# ---- jzjpcc_writeback_flat ----
**jzjpcc_writeback_flat: sequential cells grouped by signal name**

Other sequential cells in the stronger gray, the rest of the logic in the fainter gray.
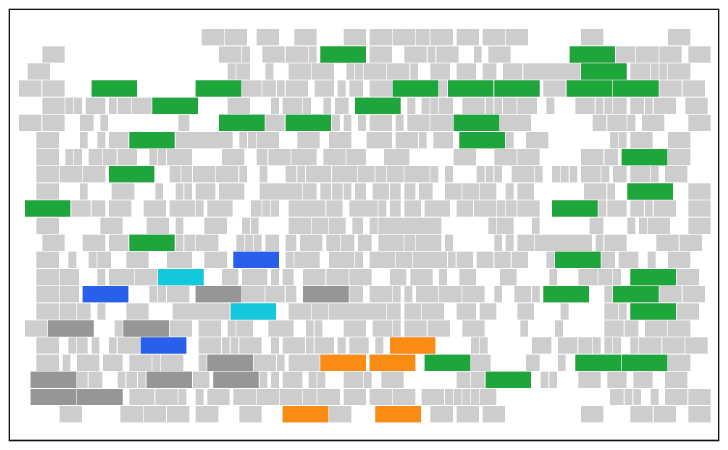
**jzjpcc_writeback_flat: wiring by layer**

Scale bar: 20 um. Only two layers are drawn.
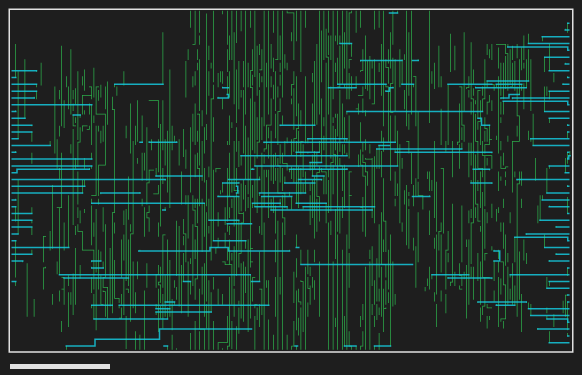
[src/rtl/jzjpcc_pkg.sv]
// Shared types and load-type encodings for the jzjpcc writeback stage.
package jzjpcc_pkg;

    typedef enum logic [1:0] {
        WB_ALU  = 2'b00,
        WB_LOAD = 2'b01,
        WB_PC4  = 2'b10
    } wb_src_t;

    localparam logic [2:0] F3_LB  = 3'b000;
    localparam logic [2:0] F3_LH  = 3'b001;
    localparam logic [2:0] F3_LW  = 3'b010;
    localparam logic [2:0] F3_LBU = 3'b100;
    localparam logic [2:0] F3_LHU = 3'b101;

    typedef enum logic {
        ST_IDLE      = 1'b0,
        ST_WAIT_LOAD = 1'b1
    } wb_state_t;

endpackage

[src/rtl/jzjpcc_writeback_if.sv]
// Memory-stage handshake, data-memory return and regfile/hazard outputs of the writeback stage.
interface jzjpcc_writeback_if;
    import jzjpcc_pkg::*;

    logic        inValid;
    logic        inReady;
    logic [4:0]  inRdAddr;
    logic        inWriteEn;
    wb_src_t     inSrc;
    logic [31:0] inAluResult;
    logic [31:0] inPcPlus4;
    logic [2:0]  inFunct3;
    logic        dmemValid;
    logic [31:0] dmemData;
    logic [4:0]  rdAddr;
    logic [31:0] rd;
    logic        rdWriteEn;
    logic        pendingLoad;
    logic [4:0]  pendingRdAddr;
    logic        loadFault;

    modport master (
        output inValid, inRdAddr, inWriteEn, inSrc, inAluResult, inPcPlus4, inFunct3,
               dmemValid, dmemData,
        input  inReady, rdAddr, rd, rdWriteEn, pendingLoad, pendingRdAddr, loadFault
    );

    modport slave (
        input  inValid, inRdAddr, inWriteEn, inSrc, inAluResult, inPcPlus4, inFunct3,
               dmemValid, dmemData,
        output inReady, rdAddr, rd, rdWriteEn, pendingLoad, pendingRdAddr, loadFault
    );

endinterface

[src/rtl/jzjpcc_load_extract.sv]
// Combinational load data extraction: picks byte/halfword/word at the offset and extends it,
// flagging misaligned accesses and unsupported funct3 encodings.
module jzjpcc_load_extract
    import jzjpcc_pkg::*;
(
    input  logic [2:0]  i_funct3,
    input  logic [1:0]  i_offset,
    input  logic [31:0] i_word,
    output logic [31:0] o_data,
    output logic        o_fault
);

    logic [7:0]  w_byte;
    logic [15:0] w_half;

    always_comb begin
        w_byte  = i_word[7:0];
        case (i_offset)
            2'd1:    w_byte = i_word[15:8];
            2'd2:    w_byte = i_word[23:16];
            2'd3:    w_byte = i_word[31:24];
            default: w_byte = i_word[7:0];
        endcase
        w_half  = i_offset[1] ? i_word[31:16] : i_word[15:0];

        o_data  = '0;
        o_fault = 1'b0;
        case (i_funct3)
            F3_LB:   o_data = {{24{w_byte[7]}}, w_byte};
            F3_LBU:  o_data = {24'b0, w_byte};
            F3_LH: begin
                o_data  = {{16{w_half[15]}}, w_half};
                o_fault = i_offset[0];
            end
            F3_LHU: begin
                o_data  = {16'b0, w_half};
                o_fault = i_offset[0];
            end
            F3_LW: begin
                o_data  = i_word;
                o_fault = (i_offset != 2'b00);
            end
            default: o_fault = 1'b1;
        endcase
    end

endmodule

[src/rtl/jzjpcc_writeback.sv]
// Writeback stage: final register ahead of the regfile, with a one-load-in-flight wait state.
// Optional retire counter enabled by defining JZJPCC_WB_RETIRE_COUNT_EN.
module jzjpcc_writeback
    import jzjpcc_pkg::*;
#(
    parameter int XLEN      = 32,
    parameter int CNT_WIDTH = 64
) (
    input  logic                 clock,
    input  logic                 reset,
    jzjpcc_writeback_if.slave    bus
`ifdef JZJPCC_WB_RETIRE_COUNT_EN
    ,
    output logic [CNT_WIDTH-1:0] retireCount
`endif
);

    if (XLEN != 32 || CNT_WIDTH < 1) begin : g_param_check
        $error("jzjpcc_writeback: XLEN must be 32 and CNT_WIDTH positive");
    end

    wb_state_t        r_state;
    wb_state_t        w_nextState;
    logic             w_ready;
    logic             w_accept;
    logic             w_isLoad;
    logic             w_loadDone;
    logic             w_done;

    logic [4:0]       r_rdAddr;
    logic [XLEN-1:0]  r_rd;
    logic             r_rdWriteEn;
    logic             r_pendingLoad;
    logic [4:0]       r_pendingRdAddr;
    logic             r_loadFault;
    logic             r_ldWriteEn;
    logic [2:0]       r_ldFunct3;
    logic [1:0]       r_ldOffset;

    logic [2:0]       w_exFunct3;
    logic [1:0]       w_exOffset;
    logic [31:0]      w_exData;
    logic             w_exFault;

    // In IDLE the extractor only judges the incoming load for faults; in WAIT_LOAD it
    // extracts the returned word using the latched type and offset.
    assign w_exFunct3 = (r_state == ST_IDLE) ? bus.inFunct3 : r_ldFunct3;
    assign w_exOffset = (r_state == ST_IDLE) ? bus.inAluResult[1:0] : r_ldOffset;

    jzjpcc_load_extract u_extract (
        .i_funct3 (w_exFunct3),
        .i_offset (w_exOffset),
        .i_word   (bus.dmemData),
        .o_data   (w_exData),
        .o_fault  (w_exFault)
    );

    assign w_isLoad   = (bus.inSrc == WB_LOAD);
    assign w_accept   = bus.inValid && w_ready;
    assign w_loadDone = (r_state == ST_WAIT_LOAD) && bus.dmemValid;
    assign w_done     = (w_accept && (!w_isLoad || w_exFault)) || w_loadDone;

    always_ff @(posedge clock) begin
        if (!reset) begin
            r_state <= ST_IDLE;
        end else begin
            r_state <= w_nextState;
        end
    end

    always_comb begin
        w_nextState = r_state;
        w_ready     = 1'b0;
        case (r_state)
            ST_IDLE: begin
                w_ready = 1'b1;
                if (bus.inValid && w_isLoad && !w_exFault) begin
                    w_nextState = ST_WAIT_LOAD;
                end
            end
            ST_WAIT_LOAD: begin
                if (bus.dmemValid) begin
                    w_nextState = ST_IDLE;
                end
            end
            default: w_nextState = ST_IDLE;
        endcase
    end

    always_ff @(posedge clock) begin
        if (!reset) begin
            r_rdAddr        <= '0;
            r_rd            <= '0;
            r_rdWriteEn     <= 1'b0;
            r_pendingLoad   <= 1'b0;
            r_pendingRdAddr <= '0;
            r_loadFault     <= 1'b0;
            r_ldWriteEn     <= 1'b0;
            r_ldFunct3      <= '0;
            r_ldOffset      <= '0;
        end else begin
            r_rdWriteEn <= 1'b0;
            r_loadFault <= 1'b0;
            if (w_accept) begin
                if (!w_isLoad) begin
                    r_rdAddr    <= bus.inRdAddr;
                    r_rd        <= (bus.inSrc == WB_PC4) ? bus.inPcPlus4 : bus.inAluResult;
                    r_rdWriteEn <= bus.inWriteEn && (bus.inRdAddr != 5'd0);
                end else if (w_exFault) begin
                    r_loadFault <= 1'b1;
                end else begin
                    r_pendingLoad   <= 1'b1;
                    r_pendingRdAddr <= bus.inRdAddr;
                    r_ldWriteEn     <= bus.inWriteEn;
                    r_ldFunct3      <= bus.inFunct3;
                    r_ldOffset      <= bus.inAluResult[1:0];
                end
            end else if (w_loadDone) begin
                r_rdAddr      <= r_pendingRdAddr;
                r_rd          <= w_exData;
                r_rdWriteEn   <= r_ldWriteEn && (r_pendingRdAddr != 5'd0);
                r_pendingLoad <= 1'b0;
            end
        end
    end

`ifdef JZJPCC_WB_RETIRE_COUNT_EN
    logic [CNT_WIDTH-1:0] r_retireCount;

    always_ff @(posedge clock) begin
        if (!reset) begin
            r_retireCount <= '0;
        end else if (w_done) begin
            r_retireCount <= r_retireCount + 1'b1;
        end
    end

    assign retireCount = r_retireCount;
`else
    logic w_doneUnused;
    assign w_doneUnused = w_done;
`endif

    assign bus.inReady       = w_ready;
    assign bus.rdAddr        = r_rdAddr;
    assign bus.rd            = r_rd;
    assign bus.rdWriteEn     = r_rdWriteEn;
    assign bus.pendingLoad   = r_pendingLoad;
    assign bus.pendingRdAddr = r_pendingRdAddr;
    assign bus.loadFault     = r_loadFault;

endmodule
[src/flat_wrapper.sv]
// flat-port wrapper written by rule: the top's interface ports become plain ports
module jzjpcc_writeback_flat import jzjpcc_pkg::*;
#(
    parameter int XLEN      = 32,
    parameter int CNT_WIDTH = 64
)
  (clock, reset, bus_inValid, bus_inRdAddr, bus_inWriteEn, bus_inSrc, bus_inAluResult, bus_inPcPlus4, bus_inFunct3, bus_dmemValid, bus_dmemData, bus_inReady, bus_rdAddr, bus_rd, bus_rdWriteEn, bus_pendingLoad, bus_pendingRdAddr, bus_loadFault);
  jzjpcc_writeback_if bus_i ();
  input  logic clock;
  input  logic reset;
  input wire logic [$bits(bus_i.inValid)-1:0] bus_inValid;
  input wire logic [$bits(bus_i.inRdAddr)-1:0] bus_inRdAddr;
  input wire logic [$bits(bus_i.inWriteEn)-1:0] bus_inWriteEn;
  input wire logic [$bits(bus_i.inSrc)-1:0] bus_inSrc;
  input wire logic [$bits(bus_i.inAluResult)-1:0] bus_inAluResult;
  input wire logic [$bits(bus_i.inPcPlus4)-1:0] bus_inPcPlus4;
  input wire logic [$bits(bus_i.inFunct3)-1:0] bus_inFunct3;
  input wire logic [$bits(bus_i.dmemValid)-1:0] bus_dmemValid;
  input wire logic [$bits(bus_i.dmemData)-1:0] bus_dmemData;
  output wire logic [$bits(bus_i.inReady)-1:0] bus_inReady;
  output wire logic [$bits(bus_i.rdAddr)-1:0] bus_rdAddr;
  output wire logic [$bits(bus_i.rd)-1:0] bus_rd;
  output wire logic [$bits(bus_i.rdWriteEn)-1:0] bus_rdWriteEn;
  output wire logic [$bits(bus_i.pendingLoad)-1:0] bus_pendingLoad;
  output wire logic [$bits(bus_i.pendingRdAddr)-1:0] bus_pendingRdAddr;
  output wire logic [$bits(bus_i.loadFault)-1:0] bus_loadFault;
  assign bus_i.inValid = bus_inValid;
  assign bus_i.inRdAddr = bus_inRdAddr;
  assign bus_i.inWriteEn = bus_inWriteEn;
  assign bus_i.inSrc = bus_inSrc;
  assign bus_i.inAluResult = bus_inAluResult;
  assign bus_i.inPcPlus4 = bus_inPcPlus4;
  assign bus_i.inFunct3 = bus_inFunct3;
  assign bus_i.dmemValid = bus_dmemValid;
  assign bus_i.dmemData = bus_dmemData;
  assign bus_inReady = bus_i.inReady;
  assign bus_rdAddr = bus_i.rdAddr;
  assign bus_rd = bus_i.rd;
  assign bus_rdWriteEn = bus_i.rdWriteEn;
  assign bus_pendingLoad = bus_i.pendingLoad;
  assign bus_pendingRdAddr = bus_i.pendingRdAddr;
  assign bus_loadFault = bus_i.loadFault;
  jzjpcc_writeback #(.XLEN(XLEN), .CNT_WIDTH(CNT_WIDTH)) u_core (.clock(clock), .reset(reset), .bus(bus_i));
endmodule
[config.mk]
export PLATFORM = sky130hd
export DESIGN_NAME = jzjpcc_writeback_flat
export DESIGN_NICKNAME = d
export VERILOG_FILES = /design/src/rtl/jzjpcc_pkg.sv /design/src/rtl/jzjpcc_writeback_if.sv /design/src/rtl/jzjpcc_load_extract.sv /design/src/rtl/jzjpcc_writeback.sv /design/src/flat_wrapper.sv
export SDC_FILE = /design/constraint.sdc
export NUM_CORES = 1
export LEC_CHECK = 0
export ABC_CLOCK_PERIOD_IN_PS = 5730
export CAP_MARGIN = 10
export CORE_ASPECT_RATIO = 0.6
export CORE_UTILIZATION = 45
export DETAILED_ROUTE_END_ITERATION = 10
export PLACE_DENSITY = 0.94
export SLEW_MARGIN = 40
export SYNTH_ARGS = -nofsm -noshare
export SYNTH_HDL_FRONTEND = slang
export SYNTH_HIERARCHICAL = 1
export SYNTH_SLANG_ARGS = --single-unit
[constraint.sdc]
create_clock -name clock -period 5.73 [get_ports clock]
set_clock_uncertainty 0.1 [all_clocks]
set_input_delay 1.4325 -clock clock [delete_from_list [all_inputs] [get_ports clock]]
set_output_delay 1.4325 -clock clock [all_outputs]
set_load 0.03 [all_outputs]
==> results.yml <==
# flow metrics
outcome:
  status: "completed"
power:
  irDropWorstVdd_v: 0.000139
  clkPwrFrac_pct: 29.4
  comb_power_uw: 355
global_route:
  grt_pass1_vias: 3517
  grt_use_met3_pct: 7.44
route:
  drt_iter0_markers: 511
synth:
  muxShareOfSynthArea_pct: 12.8
  ys_seq_share_pct: 31.6
  synthAoiAreaFrac_pct: 26.8
  flop_cell: "dfxtp_1"
  ys_types: 34
  edf_count: 0
  async_reset_ff_share_pct: 0
  common_cells: "102 x nand2_1, 54 x nor2_1, 52 x dfxtp_1, 33 x a22o_1, 32 x a31oi_1"
cts:
  hold_buffers: 0
  cts_resized: 0
layout:
  logic_gates: 332
  sh_seq_area_pct: 21.1
  design_area_um2: 4940
  seq_area_um2: 1040
  layout.nonclk_buf_share_pct: 32.2
  largest_class: "multi-input combinational cells"
  areaGrowthSynthToFinish_pct: 50.2
  final_net_count: 665
critical_path:
  crit_type: "input port to register"
  worst_setup_path_end_kind: "register"
  cpMostUsedCell: "nor2_1"
timing:
  period_needed_ns: 3.97
  slew_headroom_pct: 48.8
  fin_setup_tns_ns: 0
  finalCritPeriodShare_pct: 69.3
floorplanning:
  tap_cells: 87
  core-area_um2: 6880
  dieArea_um2: 7670
  die_width_um: 112
place:
  pre_cts_ws_ns: 1.52
## Picture notes: 'sequential cells grouped by signal name' of jzjpcc_writeback_flat
`u_core/bus.rdAddr`: drawn in orange, sequential cells 5, where bottom center. `u_core/bus.rd`: drawn in green, sequential cells 32, where all over the die. `u_core/r_ldOffset`: drawn in cyan, sequential cells 2. `u_core/r_ldFunct3`: drawn in blue, sequential cells 3.
Another 10 sequential cells are not colored.

## Picture notes: 'wiring by layer' of jzjpcc_writeback_flat
metal 3: drawn in cyan, wire length 1100 um. metal 2: drawn in green, wire length 4990 um.
DR WL/cell: 18.1 um
Total GRT Usage: 30.1%
DR vias: 3777
final wirelength: 11600 um


# ---- btn_press_classifier ----
**btn_press_classifier: sequential cells grouped by signal name**

Other sequential cells in the stronger gray, the rest of the logic in the fainter gray.
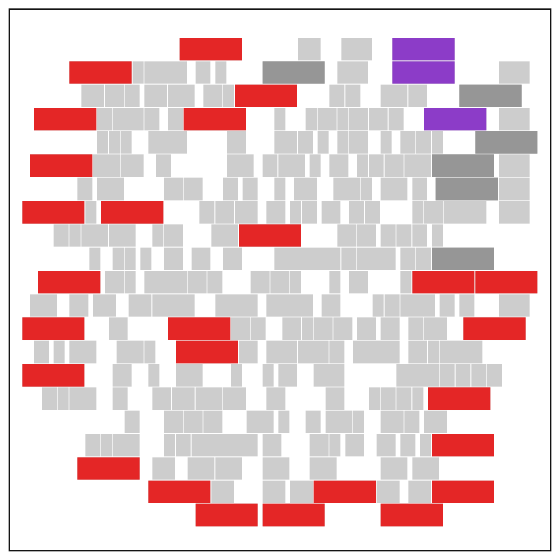
**btn_press_classifier: wiring by layer**

Scale bar: 20 um. Only two layers are drawn.
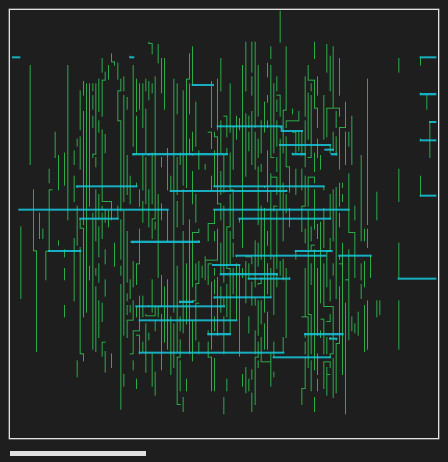
**btn_press_classifier: placement view**

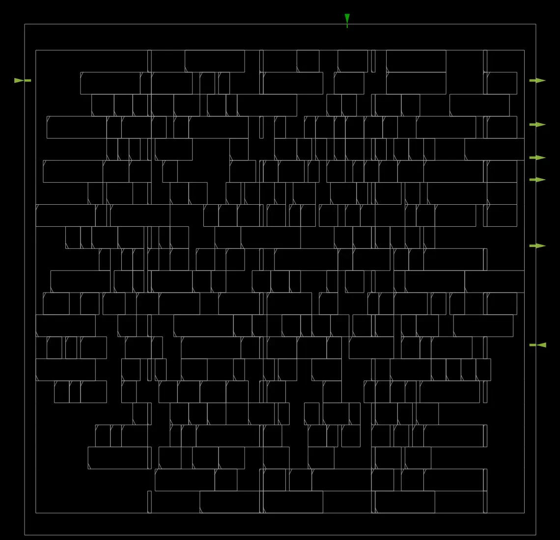
$ cat src/rtl/btn_press_classifier.sv
// Classifies debounced button presses into short press, double click and long press,
// with optional auto-repeat pulses while a long press is held.
module btn_press_classifier #(
  parameter int               CNT_W       = 26,
  parameter logic [CNT_W-1:0] LONG_TIME   = 26'd50_000_000,
  parameter logic [CNT_W-1:0] DOUBLE_GAP  = 26'd12_500_000,
  parameter logic [CNT_W-1:0] REPEAT_TIME = 26'd10_000_000,
  parameter logic             REPEAT_EN   = 1'b1
) (
  input  logic clk,
  input  logic rst_n,
  input  logic btn_level,
  output logic short_press,
  output logic double_click,
  output logic long_press,
  output logic hold_repeat,
  output logic busy
);

  typedef enum logic [2:0] {
    IDLE,
    PRESS1,
    GAP,
    PRESS2,
    LONG
  } state_t;

  localparam logic [CNT_W-1:0] LONG_LAST   = LONG_TIME - 1'b1;
  localparam logic [CNT_W-1:0] GAP_LAST    = DOUBLE_GAP - 1'b1;
  localparam logic [CNT_W-1:0] REPEAT_LAST = REPEAT_TIME - 1'b1;

  state_t           state_q, state_d;
  logic [CNT_W-1:0] cnt_q, cnt_d;
  logic             btn_prev_q, btn_prev_d;
  logic             short_press_q, short_press_d;
  logic             double_click_q, double_click_d;
  logic             long_press_q, long_press_d;
  logic             hold_repeat_q, hold_repeat_d;
  logic             busy_q, busy_d;
  logic             rise, fall;

  assign rise = btn_level & ~btn_prev_q;
  assign fall = ~btn_level & btn_prev_q;

  // Release/press edges win over the timers when both land on the same cycle.
  always_comb begin
    state_d        = state_q;
    cnt_d          = cnt_q;
    btn_prev_d     = btn_level;
    short_press_d  = 1'b0;
    double_click_d = 1'b0;
    long_press_d   = 1'b0;
    hold_repeat_d  = 1'b0;

    case (state_q)
      IDLE: begin
        if (rise) begin
          state_d = PRESS1;
          cnt_d   = '0;
        end
      end
      PRESS1: begin
        if (fall) begin
          state_d = GAP;
          cnt_d   = '0;
        end else if (cnt_q == LONG_LAST) begin
          state_d      = LONG;
          cnt_d        = '0;
          long_press_d = 1'b1;
        end else begin
          cnt_d = cnt_q + 1'b1;
        end
      end
      GAP: begin
        if (rise) begin
          state_d = PRESS2;
          cnt_d   = '0;
        end else if (cnt_q == GAP_LAST) begin
          state_d       = IDLE;
          cnt_d         = '0;
          short_press_d = 1'b1;
        end else begin
          cnt_d = cnt_q + 1'b1;
        end
      end
      PRESS2: begin
        cnt_d = '0;
        if (fall) begin
          state_d        = IDLE;
          double_click_d = 1'b1;
        end
      end
      LONG: begin
        if (fall) begin
          state_d = IDLE;
          cnt_d   = '0;
        end else if (cnt_q == REPEAT_LAST) begin
          cnt_d         = '0;
          hold_repeat_d = REPEAT_EN;
        end else begin
          cnt_d = cnt_q + 1'b1;
        end
      end
      default: begin
        state_d = IDLE;
        cnt_d   = '0;
      end
    endcase

    busy_d = (state_d != IDLE);
  end

  // btn_prev resets high so a button held through reset needs a fresh press.
  always_ff @(posedge clk) begin
    if (!rst_n) begin
      state_q        <= IDLE;
      cnt_q          <= '0;
      btn_prev_q     <= 1'b1;
      short_press_q  <= 1'b0;
      double_click_q <= 1'b0;
      long_press_q   <= 1'b0;
      hold_repeat_q  <= 1'b0;
      busy_q         <= 1'b0;
    end else begin
      state_q        <= state_d;
      cnt_q          <= cnt_d;
      btn_prev_q     <= btn_prev_d;
      short_press_q  <= short_press_d;
      double_click_q <= double_click_d;
      long_press_q   <= long_press_d;
      hold_repeat_q  <= hold_repeat_d;
      busy_q         <= busy_d;
    end
  end

  assign short_press  = short_press_q;
  assign double_click = double_click_q;
  assign long_press   = long_press_q;
  assign hold_repeat  = hold_repeat_q;
  assign busy         = busy_q;

endmodule

$ cat config.mk
export PLATFORM = sky130hd
export DESIGN_NAME = btn_press_classifier
export DESIGN_NICKNAME = d
export VERILOG_FILES = /design/src/rtl/btn_press_classifier.sv
export SDC_FILE = /design/constraint.sdc
export NUM_CORES = 1
export LEC_CHECK = 0
export CAP_MARGIN = 20
export CORE_UTILIZATION = 55
export DETAILED_ROUTE_END_ITERATION = 8
export PLACE_DENSITY = 0.78
export SYNTH_ARGS = -nofsm -noshare
export SYNTH_HDL_FRONTEND = slang
export SYNTH_SLANG_ARGS = --single-unit
$ cat constraint.sdc
create_clock -name clk -period 5.29 [get_ports clk]
set_clock_uncertainty 0.1 [all_clocks]
set_input_delay 1.3225 -clock clk [delete_from_list [all_inputs] [get_ports clk]]
set_output_delay 1.3225 -clock clk [all_outputs]
set_load 0.01 [all_outputs]
==> results.yml <==
# flow metrics
layout:
  sh_seq_area_pct: 31.6
  instances_no_fill: 303
  top_regs: "cnt_q x26, state_q x3"
  comb_share_pct: 57.1
  regMostFlops: "cnt_q"
cts:
  insertion_delay_ns: 0.29
  htreeDepth: 2
  cts_inserted_buffers: 5
synth:
  yosysTopAreaCell: "dfxtp_1"
  ys_types: 48
  syn-num-nets: 258
  common_cells: "35 x dfxtp_1, 26 x nand2_1, 23 x nand3_1, 17 x nor2_1"
  avgSynthCellArea_um2: 8.07
power:
  pwr-share-comb_pct: 6.7
  comb_power_uw: 35.0
  maxPowerGroup: "sequential cells"
  pg_seq_uw: 276
worst_hold_path:
  worstHoldEndpoint: "cnt_q[1]"
global_route:
  gr-usage-met1_pct: 37.6
  grt_pass1_wl_um: 8380
  antenna_found_initial: 0
timing:
  finalCritPeriodShare_pct: 67.2
place:
  dpl.hpwl_um: 3550
outcome:
  status: "completed"
route:
  drtAntennaViolNets: 0
  drt_iter0_markers: 151
critical_path:
  cp-start-kind: "input port"
  crit_start: "btn_level"
  cp_num_buf_inv: 1
## Picture notes: 'sequential cells grouped by signal name' of btn_press_classifier
`state_q`: drawn in purple, sequential cells 3. `cnt_q`: drawn in red, sequential cells 26, where all over the die.
Another 6 sequential cells are not colored.

## Picture notes: 'wiring by layer' of btn_press_classifier
metal 2: drawn in green, wire length 2190 um. metal 3: drawn in cyan, wire length 291 um.
DR WL/cell: 16.2 um
DR vias: 1979
final wirelength: 4910 um
Total GRT Usage: 26.7%

## Picture notes: 'placement view' of btn_press_classifier
cell row count: 21
Core Region: 3440 um^2
FF+latch count: 35


# ---- memory_control ----
**memory_control: wire density map**

Scale bar: 20 um. The die is cut into 24 by 29 equal tiles; black is low, pale yellow is high, scaled to the fullest tile. Values are wire area over tile area, all layers added.
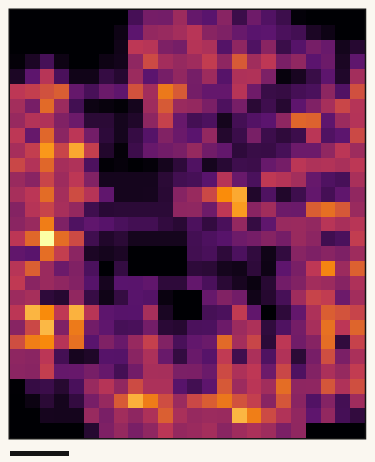
**memory_control: sequential cells grouped by signal name**

Other sequential cells in the stronger gray, the rest of the logic in the fainter gray.
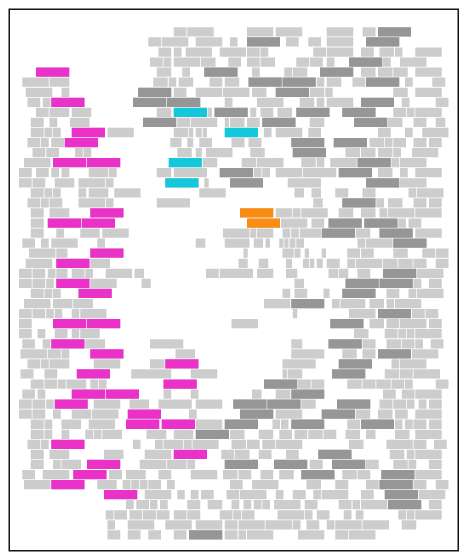
**src/rtl/common_types_pkg.sv**
```systemverilog
// Shared types for the core's memory path: data word, byte strobes and the
// memory controller state encoding.
package common_types_pkg;

   typedef logic [31:0] word_t;
   typedef logic [3:0]  strobe_t;

   typedef enum logic [1:0] {
      IDLE,
      DACC,
      IACC
   } memctl_state_t;

   localparam strobe_t STROBE_ALL = 4'hF;

   // RAM byte enables for an access: stores use the requester's strobes,
   // loads and fetches always read the full word.
   function automatic strobe_t access_strobe(input logic wen, input strobe_t strobe);
      return wen ? strobe : STROBE_ALL;
   endfunction

endpackage

```
**src/rtl/memory_control.sv**
```systemverilog
// Arbitrates instruction fetch and data access onto one single-port RAM.
// A data access is always followed by a fetch so ihit/dhit land together.
module memory_control
   import common_types_pkg::*;
(
   input  logic        clk,
   input  logic        n_rst,
   input  logic        halt,
   input  logic        iren,
   input  logic [31:0] iaddr,
   input  logic        dread,
   input  logic        dwrite,
   input  logic [31:0] daddr,
   input  logic [31:0] dstore,
   input  logic [3:0]  dstrobe,
   output logic        ihit,
   output logic        dhit,
   output logic [31:0] iload,
   output logic [31:0] dload,
   output logic        ram_ren,
   output logic        ram_wen,
   output logic [31:0] ram_addr,
   output logic [31:0] ram_store,
   output logic [3:0]  ram_strobe,
   input  logic [31:0] ram_load,
   input  logic        ram_ready
);

   memctl_state_t state_q, state_d;
   word_t         a_addr_q, a_addr_d;
   word_t         a_store_q, a_store_d;
   strobe_t       a_strobe_q, a_strobe_d;
   logic          a_wen_q, a_wen_d;
   logic          d_done_q, d_done_d;
   word_t         dload_q, dload_d;

   always_ff @(posedge clk or negedge n_rst) begin
      if (!n_rst) begin
         state_q    <= IDLE;
         a_addr_q   <= '0;
         a_store_q  <= '0;
         a_strobe_q <= '0;
         a_wen_q    <= 1'b0;
         d_done_q   <= 1'b0;
         dload_q    <= '0;
      end else begin
         state_q    <= state_d;
         a_addr_q   <= a_addr_d;
         a_store_q  <= a_store_d;
         a_strobe_q <= a_strobe_d;
         a_wen_q    <= a_wen_d;
         d_done_q   <= d_done_d;
         dload_q    <= dload_d;
      end
   end

   always_comb begin
      state_d    = state_q;
      a_addr_d   = a_addr_q;
      a_store_d  = a_store_q;
      a_strobe_d = a_strobe_q;
      a_wen_d    = a_wen_q;
      d_done_d   = d_done_q;
      dload_d    = dload_q;
      ram_ren    = 1'b0;
      ram_wen    = 1'b0;
      ram_addr   = '0;
      ram_store  = '0;
      ram_strobe = '0;
      ihit       = 1'b0;
      iload      = '0;

      unique case (state_q)
         IDLE: begin
            // d_done set means this data request was already served and only
            // the paired fetch is outstanding.
            if (!halt) begin
               if ((dread || dwrite) && !d_done_q) begin
                  a_addr_d   = daddr;
                  a_store_d  = dstore;
                  a_strobe_d = dstrobe;
                  a_wen_d    = dwrite;
                  state_d    = DACC;
               end else if (iren) begin
                  a_addr_d = iaddr;
                  a_wen_d  = 1'b0;
                  state_d  = IACC;
               end
            end
         end

         DACC: begin
            ram_ren    = ~a_wen_q;
            ram_wen    = a_wen_q;
            ram_addr   = a_addr_q;
            ram_store  = a_store_q;
            ram_strobe = access_strobe(a_wen_q, a_strobe_q);
            if (ram_ready) begin
               if (!a_wen_q) begin
                  dload_d = ram_load;
               end
               d_done_d = 1'b1;
               // Chain straight into the fetch, regardless of halt.
               if (iren) begin
                  a_addr_d = iaddr;
                  a_wen_d  = 1'b0;
                  state_d  = IACC;
               end else begin
                  state_d = IDLE;
               end
            end
         end

         IACC: begin
            ram_ren    = 1'b1;
            ram_addr   = a_addr_q;
            ram_strobe = STROBE_ALL;
            if (ram_ready) begin
               ihit     = 1'b1;
               iload    = ram_load;
               d_done_d = 1'b0;
               state_d  = IDLE;
            end
         end

         default: begin
            state_d = IDLE;
         end
      endcase
   end

   assign dhit  = ihit & d_done_q;
   assign dload = dload_q;

endmodule

```
**config.mk**
```make
export PLATFORM = sky130hd
export DESIGN_NAME = memory_control
export DESIGN_NICKNAME = d
export VERILOG_FILES = /design/src/rtl/common_types_pkg.sv /design/src/rtl/memory_control.sv
export SDC_FILE = /design/constraint.sdc
export NUM_CORES = 1
export LEC_CHECK = 0
export CORE_AREA = 2 2 119 144
export DETAILED_ROUTE_END_ITERATION = 12
export DIE_AREA = 0 0 121 146
export HOLD_SLACK_MARGIN = 0.03
export PLACE_DENSITY = 0.7
export SLEW_MARGIN = 20
export SYNTH_ARGS = -nofsm -noshare
export SYNTH_HDL_FRONTEND = slang
export SYNTH_SLANG_ARGS = --single-unit
```
**constraint.sdc**
```tcl
create_clock -name clk -period 2.35 [get_ports clk]
set_input_delay 0.235 -clock clk [delete_from_list [all_inputs] [get_ports clk]]
set_output_delay 0.235 -clock clk [all_outputs]
set_load 0.05 [all_outputs]
```
==> results.yml <==
# flow metrics
route:
  drtAntennaViolNets: 0
  wire_per_inst_um: 17.3
  drc: 0
power:
  switching_share_pct: 45.8
  maxPowerGroup: "combinational logic"
  power_clock_uw: 1520
  pwr-share-seq_pct: 20.5
layout:
  logic_gates: 266
  signal_buffers: 290
  areaGrowthSynthToFinish_pct: 84.5
floorplanning:
  core-area_um2: 16100
  core.rowCount: 51
  io_pins: 275
synth:
  async_reset_ff_share_pct: 100
  ys_seq_share_pct: 50.8
  yosysTopAreaCell: "dfrtp_1"
timing:
  finalCritPeriodShare_pct: 92.7
  hold_ws_ns: 0.381
  finalHoldViolations: 0
  period_needed_ns: 2.18
  worst_pin_slew_ns: 0.562
cts:
  cts_resized: 0
  insertion_delay_ns: 0.34
  htreeDepth: 3
  cts_root_buf: "clkbuf_16"
  clk_pin_slew_worst_paths_ns: 0.07
critical_path:
  crit_family: "simple AND/OR/NAND/NOR gates"
  cp_num_buf_inv: 2
  crit_start: "state_q[1]"
  required_ns: 2.12
global_route:
  grt_start_max_net_pins: 43
  gr-usage-met1_pct: 19.5
  antenna_found_initial: 1
outcome:
  status: "completed"
place:
  dpl.hpwl_um: 12300
## Picture notes: 'wire density map' of memory_control
14% of the tiles are over half the peak. 9.3% of the tiles are nearly empty. The fullest tile reaches 0.47. The mean over all tiles is 0.14.

## Picture notes: 'sequential cells grouped by signal name' of memory_control
`a_strobe_q`: drawn in cyan, sequential cells 4, where top center. `a_addr_q`: drawn in magenta, sequential cells 32. `state_q`: drawn in orange, sequential cells 2.
Another 66 sequential cells are not colored.
Core Util, Final: 58.6%
Seq. cell area: 2600 um^2
seq pwr: 3140 uW
Seq/total area: 27.5%



==> gallery <==
Placement by cell class.
Fill, decap, tap and diode cells in gray.
panel A
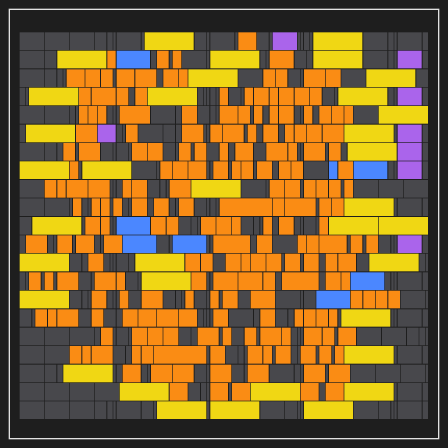
panel B
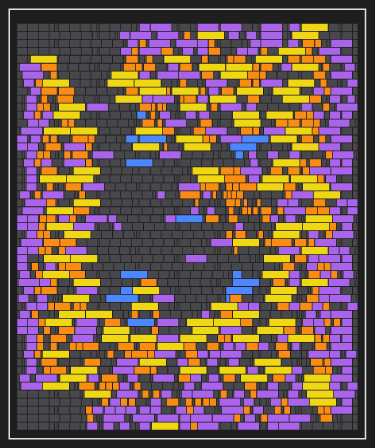
panel C
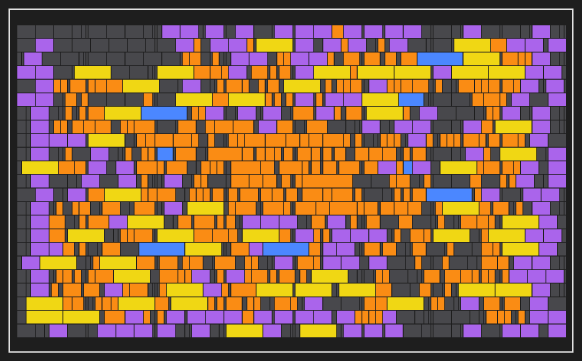
- fewest sequential cells: panel A
- most cells: panel B
panel C -> jzjpcc_writeback_flat
panel A -> btn_press_classifier
panel B -> memory_control

Power is estimated from default activity; no workload was simulated.
